=== block 1 ===
### Signal wires by layer, block 1

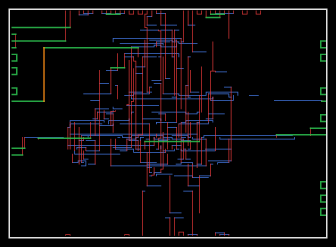
===== src/rtl/fetch_unit.sv =====
// fetch_unit: instruction fetch stage in front of a synchronous-read instruction memory.
//
// Owns the program counter, issues word addresses to the memory and presents each
// returned instruction to decode with a valid/ready handshake. The memory has one cycle
// of registered read latency, so a fetch issued at edge N is presented in the following
// cycle. Under back-pressure the held address is re-issued so the memory output stays
// stable; on redirect the in-flight (wrong-path) fetch is squashed.
//
// Ports:
//   clock        in   system clock, rising edge
//   reset_n      in   asynchronous active-low reset
//   run          in   fetch enable
//   redirect     in   control-flow redirect request
//   redirect_pc  in   redirect target word address
//   Read_Address out  instruction memory address (combinational)
//   Instruction  in   registered read data from instruction memory
//   inst_valid   out  inst_data/inst_pc hold a valid instruction
//   inst_ready   in   decode accepts the instruction this cycle
//   inst_data    out  fetched instruction (pass-through of Instruction)
//   inst_pc      out  address the instruction was fetched from
//
// Optional feature, enabled by defining FETCH_PERF_EN:
//   fetch_count  out  number of accepted instructions (wraps at 2^32)
//   stall_count  out  number of back-pressure stall cycles (wraps at 2^32)

module fetch_unit #(
    parameter int unsigned DATA_WIDTH = 32,
    parameter int unsigned ADDR_WIDTH = 4,
    parameter int unsigned RESET_PC   = 0
) (
    input  logic                  clock,
    input  logic                  reset_n,
    input  logic                  run,
    input  logic                  redirect,
    input  logic [ADDR_WIDTH-1:0] redirect_pc,
    output logic [ADDR_WIDTH-1:0] Read_Address,
    input  logic [DATA_WIDTH-1:0] Instruction,
    output logic                  inst_valid,
    input  logic                  inst_ready,
    output logic [DATA_WIDTH-1:0] inst_data,
    output logic [ADDR_WIDTH-1:0] inst_pc
`ifdef FETCH_PERF_EN
    ,
    output logic [31:0]           fetch_count,
    output logic [31:0]           stall_count
`endif
);

    localparam logic [ADDR_WIDTH-1:0] ResetPc = ADDR_WIDTH'(RESET_PC);

    logic [ADDR_WIDTH-1:0] pc_q, pc_d;
    logic [ADDR_WIDTH-1:0] resp_pc_q, resp_pc_d;
    logic                  resp_valid_q, resp_valid_d;
    logic                  stall;

    // Redirect overrides back-pressure: the held instruction is wrong-path and is dropped.
    assign stall        = resp_valid_q & ~inst_ready & ~redirect;
    assign inst_valid   = resp_valid_q & ~redirect;
    assign inst_pc      = resp_pc_q;
    assign inst_data    = Instruction;
    // Re-reading resp_pc while stalled keeps the memory's registered output unchanged.
    assign Read_Address = stall ? resp_pc_q : pc_q;

    always_comb begin
        pc_d         = pc_q;
        resp_pc_d    = resp_pc_q;
        resp_valid_d = resp_valid_q;
        if (redirect) begin
            pc_d         = redirect_pc;
            resp_valid_d = 1'b0;
        end else if (stall) begin
            // hold everything
        end else if (run) begin
            resp_pc_d    = pc_q;
            resp_valid_d = 1'b1;
            pc_d         = pc_q + 1'b1;  // wraps modulo 2^ADDR_WIDTH
        end else begin
            resp_valid_d = 1'b0;
        end
    end

    always_ff @(posedge clock or negedge reset_n) begin
        if (!reset_n) begin
            pc_q         <= ResetPc;
            resp_pc_q    <= '0;
            resp_valid_q <= 1'b0;
        end else begin
            pc_q         <= pc_d;
            resp_pc_q    <= resp_pc_d;
            resp_valid_q <= resp_valid_d;
        end
    end

`ifdef FETCH_PERF_EN
    logic [31:0] fetch_count_q, fetch_count_d;
    logic [31:0] stall_count_q, stall_count_d;

    always_comb begin
        fetch_count_d = fetch_count_q;
        stall_count_d = stall_count_q;
        if (inst_valid && inst_ready) begin
            fetch_count_d = fetch_count_q + 32'd1;
        end
        if (stall) begin
            stall_count_d = stall_count_q + 32'd1;
        end
    end

    always_ff @(posedge clock or negedge reset_n) begin
        if (!reset_n) begin
            fetch_count_q <= '0;
            stall_count_q <= '0;
        end else begin
            fetch_count_q <= fetch_count_d;
            stall_count_q <= stall_count_d;
        end
    end

    assign fetch_count = fetch_count_q;
    assign stall_count = stall_count_q;
`endif

endmodule


===== config.mk =====
export PLATFORM = sky130hd
export DESIGN_NAME = fetch_unit
export DESIGN_NICKNAME = d
export VERILOG_FILES = /design/src/rtl/fetch_unit.sv
export SDC_FILE = /design/constraint.sdc
export NUM_CORES = 1
export LEC_CHECK = 0
export ABC_CLOCK_PERIOD_IN_PS = 2900
export CAP_MARGIN = 20
export CORE_ASPECT_RATIO = 0.7
export CORE_MARGIN = 2
export CORE_UTILIZATION = 30
export CTS_CLUSTER_SIZE = 12
export DETAILED_ROUTE_END_ITERATION = 10
export GPL_ROUTABILITY_DRIVEN = 0
export PLACE_DENSITY = 0.85
export SKIP_CTS_REPAIR_TIMING = 1
export SLEW_MARGIN = 15
export SYNTH_ARGS = -nofsm -noshare
export SYNTH_HDL_FRONTEND = slang
export SYNTH_SLANG_ARGS = --single-unit

===== constraint.sdc =====
create_clock -name clock -period 2.9 [get_ports clock]
set_input_delay 0.58 -clock clock [delete_from_list [all_inputs] [get_ports clock]]
set_output_delay 0.58 -clock clock [all_outputs]
set_load 0.005 [all_outputs]

==> notes.md <==
Physical design

The power report lists the clock group at 93.3 µW. The clock transition at the registers of the reported paths stands at 0.06 ns. The number of design-rule violations left by the first detailed-router iteration stands at 6.

After synthesis, the mean cell area works out to 9.72 µm². The main area contributors are sky130_fd_sc_hd__buf_4 32%, sky130_fd_sc_hd__dfrtp_1 30%, sky130_fd_sc_hd__mux2_4 7.9%. The number of placed instances, taps included stands at 98. In the layout the commonest cells are 17 x sky130_fd_sc_hd__clkdlybuf4s50_1, 9 x sky130_fd_sc_hd__dfrtp_1, 4 x sky130_fd_sc_hd__mux2_4, 4 x sky130_fd_sc_hd__mux2_2. The aggregate global routing overflow stands at 0. The critical path is of the primary input to output pin type. In the synthesized netlist, the cells that appear most often are 32 x sky130_fd_sc_hd__buf_4, 9 x sky130_fd_sc_hd__dfrtp_1, 4 x sky130_fd_sc_hd__mux2_2, 4 x sky130_fd_sc_hd__mux2_4. Summing over every cut layer, the via total after detailed routing is 472. The worst path in the final design needs a cycle of 2.77 ns, including I/O delays and setup. The final setup violation count stands at 0. TritonCTS built the clock tree. The DRC violation count after routing stands at 0. The final total negative setup slack stands at 0 ns.

Along the worst hold path, the cell count comes to 1. The run finished with clean final reports. The post-synth tally of flip-flops with integrated enable stands at 0. For this configuration, the core starts out at a cell density of 0.313.

The sequential power stands at 165 µW. For this run, the leading register cell type out of synthesis is sky130_fd_sc_hd__dfrtp_1. The end-of-flow core utilization stands at 0.316.

The power report puts the leakage power at 0.000307 µW. For this run, the detailed router's first-pass iteration total came to 4. The flip-flop and latch area stands at 225 µm². The script logs the ratio of routed vias to standard cells as 4.63. The multi-input gate area in the final layout stands at 282 µm². The number of clock sinks came to 9.

For this run the detailed placement stage logged an HPWL of 1040 µm. The initial antenna violation count came to 0. The group that draws the most power in this run is sequential cells. STA shows the worst min-delay path finishing at inst_pc[3].

In this run the number of H-tree levels came out at 1. The synthesized netlist contains 21 unique library cells.
About 'Signal wires by layer' of block 1:
color	layer	wire length
blue	met1	547 µm
green	met3	132 µm
orange	met4	10.9 µm
red	met2	622 µm

[layer usage]
metal  wire length [µm]  track usage  up-vias
met5                  0            0        -
met4                 10       0.0383        0
met3                132       0.0538        2
met2                621        0.144       22
met1                546        0.102      233
li1                   -            -      215
[worst max-delay path: stages]
cell and delay (ns):
sky130_fd_sc_hd__clkdlybuf4s50_1 0.44, sky130_fd_sc_hd__nor2b_2 0.15, sky130_fd_sc_hd__nor2b_4 0.25, sky130_fd_sc_hd__mux2_4 0.32, sky130_fd_sc_hd__clkdlybuf4s50_1 0.45
[final cells by class]
cell class | instances | area share
multi-input cells | 34 | 0.368
inverters | 3 | 0.0147
flip-flops and latches | 9 | 0.295
well taps | 34 | 0.0556
repair buffers | 18 | 0.232
clock buffers | 4 | 0.0344
[cells by family after synthesis]
family,Yosys count,synth area share
buffers and inverters,35,0.332
AND/OR/NAND/NOR,17,0.145
flip-flops,9,0.297
AND-OR/OR-AND,8,0.0710
multiplexers,8,0.139
adder cells (fa/ha/maj),1,0.0165
[metrics by stage]
stage | cell area, µm² | hold WS [ns]
CTS | 764 | 0.554
global route | 764 | 0.567
detailed placement | 738 | 0.540
floorplan | 758 | 0.284
finish | 764 | 0.547
global placement | 738 | 0.526

=== block 2 ===
### Metal 2, block 2

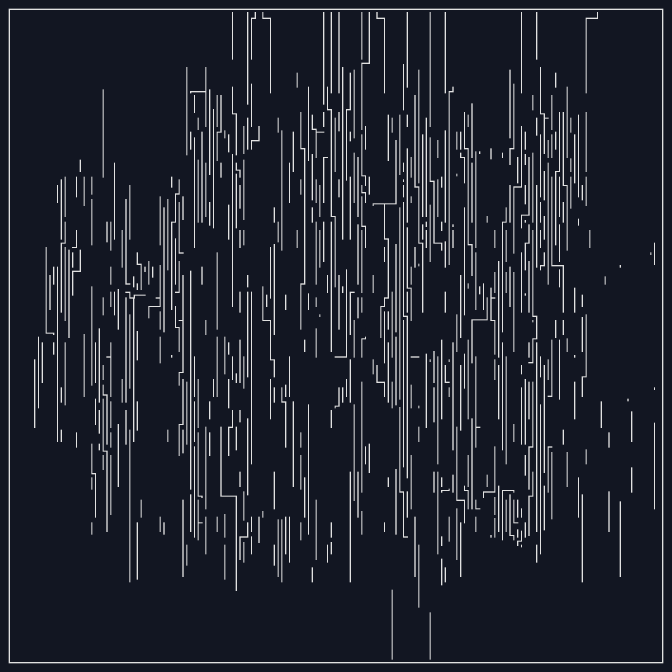
### Signal wires by layer, block 2

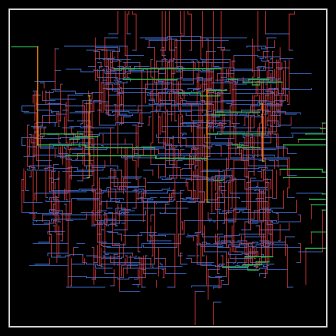
--- src/rtl/bcd_time_counter.sv ---
// 24-hour BCD time-of-day counter with a 1 Hz prescaler and a three-field set mode.
// The mode register is exposed on MODE; DAY_CARRY pulses on the midnight rollover.
module bcd_time_counter #(
  parameter int TICK_DIV = 50_000_000
) (
  input  logic       CLK,
  input  logic       RST_N,
  input  logic       EXT_CLR,
  input  logic       MODE_BTN,
  input  logic       INC_BTN,
  output logic [3:0] BCD_H1,
  output logic [3:0] BCD_H0,
  output logic [3:0] BCD_M1,
  output logic [3:0] BCD_M0,
  output logic [3:0] BCD_S1,
  output logic [3:0] BCD_S0,
  output logic [1:0] MODE,
  output logic       DAY_CARRY
);

  localparam int PW = (TICK_DIV > 2) ? $clog2(TICK_DIV) : 1;
  localparam logic [PW-1:0] LAST = PW'(TICK_DIV - 1);

  typedef enum logic [1:0] {
    RUN   = 2'd0,
    SET_H = 2'd1,
    SET_M = 2'd2,
    SET_S = 2'd3
  } mode_e;

  mode_e         mode_q, mode_d;
  logic [PW-1:0] presc_q, presc_d;
  logic [3:0]    h1_q, h0_q, m1_q, m0_q, s1_q, s0_q;
  logic [3:0]    h1_d, h0_d, m1_d, m0_d, s1_d, s0_d;
  logic          day_carry_q, day_carry_d;
  logic          s_wrap, m_wrap, h_wrap;

  // Two-digit BCD increments: {tens, units} in, {tens, units} out.
  function automatic logic [7:0] inc60(input logic [3:0] t, input logic [3:0] u);
    if (u == 4'd9) return {(t == 4'd5) ? 4'd0 : t + 4'd1, 4'd0};
    return {t, u + 4'd1};
  endfunction

  function automatic logic [7:0] inc24(input logic [3:0] t, input logic [3:0] u);
    if (t == 4'd2 && u == 4'd3) return 8'h00;
    if (u == 4'd9) return {t + 4'd1, 4'd0};
    return {t, u + 4'd1};
  endfunction

  assign s_wrap = (s1_q == 4'd5) && (s0_q == 4'd9);
  assign m_wrap = (m1_q == 4'd5) && (m0_q == 4'd9);
  assign h_wrap = (h1_q == 4'd2) && (h0_q == 4'd3);

  always_ff @(posedge CLK) begin
    if (!RST_N) begin
      mode_q      <= RUN;
      presc_q     <= '0;
      h1_q        <= '0;
      h0_q        <= '0;
      m1_q        <= '0;
      m0_q        <= '0;
      s1_q        <= '0;
      s0_q        <= '0;
      day_carry_q <= 1'b0;
    end else begin
      mode_q      <= mode_d;
      presc_q     <= presc_d;
      h1_q        <= h1_d;
      h0_q        <= h0_d;
      m1_q        <= m1_d;
      m0_q        <= m0_d;
      s1_q        <= s1_d;
      s0_q        <= s0_d;
      day_carry_q <= day_carry_d;
    end
  end

  // Clear leaves the mode alone; otherwise MODE_BTN cycles the four modes.
  always_comb begin
    mode_d = mode_q;
    if (!EXT_CLR && MODE_BTN) begin
      unique case (mode_q)
        RUN:     mode_d = SET_H;
        SET_H:   mode_d = SET_M;
        SET_M:   mode_d = SET_S;
        default: mode_d = RUN;
      endcase
    end
  end

  always_comb begin
    presc_d     = presc_q;
    {h1_d, h0_d} = {h1_q, h0_q};
    {m1_d, m0_d} = {m1_q, m0_q};
    {s1_d, s0_d} = {s1_q, s0_q};
    day_carry_d = 1'b0;
    if (EXT_CLR) begin
      presc_d = '0;
      {h1_d, h0_d, m1_d, m0_d, s1_d, s0_d} = '0;
    end else if (MODE_BTN) begin
      // Any mode change restarts the prescaler, dropping a coincident tick.
      presc_d = '0;
    end else if (mode_q == RUN) begin
      if (presc_q == LAST) begin
        presc_d = '0;
        {s1_d, s0_d} = inc60(s1_q, s0_q);
        if (s_wrap) {m1_d, m0_d} = inc60(m1_q, m0_q);
        if (s_wrap && m_wrap) {h1_d, h0_d} = inc24(h1_q, h0_q);
        day_carry_d = s_wrap && m_wrap && h_wrap;
      end else begin
        presc_d = presc_q + 1'b1;
      end
    end else begin
      presc_d = '0;
      if (INC_BTN) begin
        unique case (mode_q)
          SET_H:   {h1_d, h0_d} = inc24(h1_q, h0_q);
          SET_M:   {m1_d, m0_d} = inc60(m1_q, m0_q);
          default: {s1_d, s0_d} = inc60(s1_q, s0_q);
        endcase
      end
    end
  end

  always_comb begin
    BCD_H1    = h1_q;
    BCD_H0    = h0_q;
    BCD_M1    = m1_q;
    BCD_M0    = m0_q;
    BCD_S1    = s1_q;
    BCD_S0    = s0_q;
    MODE      = mode_q;
    DAY_CARRY = day_carry_q;
  end

endmodule

--- config.mk ---
export PLATFORM = sky130hd
export DESIGN_NAME = bcd_time_counter
export DESIGN_NICKNAME = d
export VERILOG_FILES = /design/src/rtl/bcd_time_counter.sv
export SDC_FILE = /design/constraint.sdc
export NUM_CORES = 1
export LEC_CHECK = 0
export CAP_MARGIN = 20
export CORE_MARGIN = 3
export CORE_UTILIZATION = 52
export DETAILED_ROUTE_END_ITERATION = 8
export PLACE_DENSITY = 0.81
export SYNTH_ARGS = -nofsm -noshare
export SYNTH_HDL_FRONTEND = slang
export SYNTH_SLANG_ARGS = --single-unit
--- constraint.sdc ---
create_clock -name CLK -period 2.59 [get_ports CLK]
set_input_delay 0.259 -clock CLK [delete_from_list [all_inputs] [get_ports CLK]]
set_output_delay 0.259 -clock CLK [all_outputs]
set_load 0.05 [all_outputs]
==> notes.md <==
Physical design

Entering global routing, the biggest net connects 27 pins. The area fraction in mux cells stands at 0.0109. In the CTS report, the clock slew at the register clock pins of the worst setup and hold paths is listed as 0.09 ns.

In this run, synthesis produced a sequential element count of 53. The area growth from synthesis to layout stands at 19.1%. Of the total power, registers draw 0.569. The post-route fraction of the period consumed by the critical path stands at 0.923. The final wirelength stands at 6090 µm. The cell-mix breakdown from Yosys lists the adder-cell area share as 0.0544. The total placed instance area stands at 3190 µm².

In this run the critical register-to-register path is launched from BCD_S1[0]. The deepest level of the CTS H-tree stands at 2. The clock insertion delay at the later pin of the skew report stands at 0.31 ns. The share of total power in the clock network stands at 0.377.

The number of nets with antenna violations after routing stands at 0. The post-synthesis net count stands at 345. The area of the core region stands at 4910 µm².

Row generation in the floorplan step produced 25 rows. Gates resized during post-CTS repair numbered 0. In the final layout, the share of cells above drive strength 1 is 0.0658. The synthesis run shows the most used standard cells to be 53 x sky130_fd_sc_hd__dfxtp_1, 45 x sky130_fd_sc_hd__nor2_1, 27 x sky130_fd_sc_hd__nand2_1, 18 x sky130_fd_sc_hd__nand3_1, 16 x sky130_fd_sc_hd__xor2_1.

According to the timing report, the critical path is launched from BCD_S1[0]. The tally of OpenROAD warnings stands at 32. The net switching power of the design stands at 316 µW. The count of warnings emitted by yosys stands at 0. The net total in the final layout stands at 382. After routing the design area is 3290 µm². The number of placed instances, taps included stands at 425. Setup repair after global routing left no endpoint under its margin. The data arrival time of the worst path stands at 2.63 ns. Clock tree synthesis selected as its root buffer the cell sky130_fd_sc_hd__clkbuf_8. The endpoint of the worst hold path is reported as presc_q[0].

During I/O placement, the number of pins put on the boundary was 32. The largest fanout of any net on the critical path stands at 6. The depth of the worst hold-timing path stands at 1. The main area contributors are sky130_fd_sc_hd__dfxtp_1 38%, sky130_fd_sc_hd__nor2_1 6.1%, sky130_fd_sc_hd__ha_1 5.4%. TritonCTS built the clock tree.

After detailed routing, the number of remaining DRC violations is 0. The buffer levels on the longest clock path stands at 2. The initial antenna violation count stands at 0. The setup fix buffers added after clock tree synthesis stands at 0.

The flow ran to the end, and the final reports show no timing, DRC or antenna violations. The number of buffers added by the clock tree synthesis step stands at 5. After detailed routing, the average wire length per cell comes to 14.1 µm.

In this run the tool buffered the top-level ports with 31 buffer cells.
About 'Metal 2' of block 2:
nets with wire on the layer	331
main direction	vertical
share of all routed wire	49%
longest straight run	26.3 µm
wire length on this layer	2960 µm
met2 global-route usage: 0.333
routed via count: 2533

About 'Signal wires by layer' of block 2:
color	layer	wire length
green	met3	292 µm
orange	met4	87.0 µm
red	met2	2960 µm
blue	met1	2750 µm

[layout make-up]
type	count	area [µm²]
fillers	430	1620
well taps	67	83.8
repair buffers	42	393
inverters	11	41.3
multi-input cells	252	1610
flip-flops and latches	53	1060
clock buffers	5	68.8
clock inverters	2	35.0
[routing by layer]
metal,GRT usage,part of all wire,vias up
li1,-,-,1254
met1,0.250,0.45,1202
met2,0.333,0.49,67
met3,0.0385,0.048,10
met4,0.0670,0.014,0
met5,0,0,-
[critical path, stage by stage, from the launching register on]
cell and delay (ns):
sky130_fd_sc_hd__dfxtp_1 0.44, sky130_fd_sc_hd__ha_1 0.23, sky130_fd_sc_hd__nand4b_1 0.16, sky130_fd_sc_hd__o31a_1 0.37
sky130_fd_sc_hd__or3b_2 0.50, sky130_fd_sc_hd__or4_1 0.48, sky130_fd_sc_hd__a21oi_1 0.15
[flip-flops by register name, indices dropped and copies added (netlist names)]
name,count
DAY_CARRY,1
BCD_H1,4
MODE,2
BCD_S1,4
BCD_M1,4
BCD_M0,4
BCD_H0,4
BCD_S0,4
presc_q,26


==> layout pictures side by side <==
Gate-type map.
shot_01.png
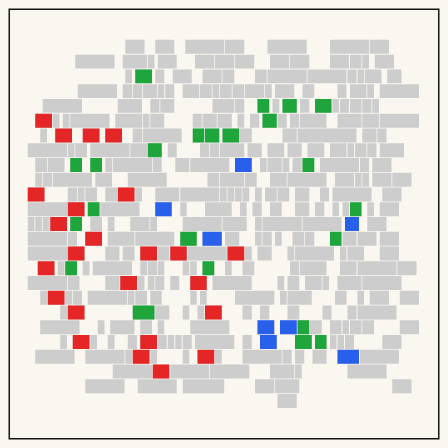
shot_02.png
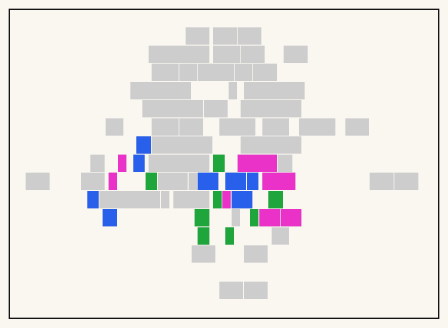
block 1 -> shot_02.png
block 2 -> shot_01.png
Of these, most cells: shot_01.png

Key to shot_01.png:
color	family	cells
blue	AND-OR and OR-AND gates	8
red	XOR/XNOR gates	24
green	AND and OR gates	23

Power is estimated from default activity; no workload was simulated.
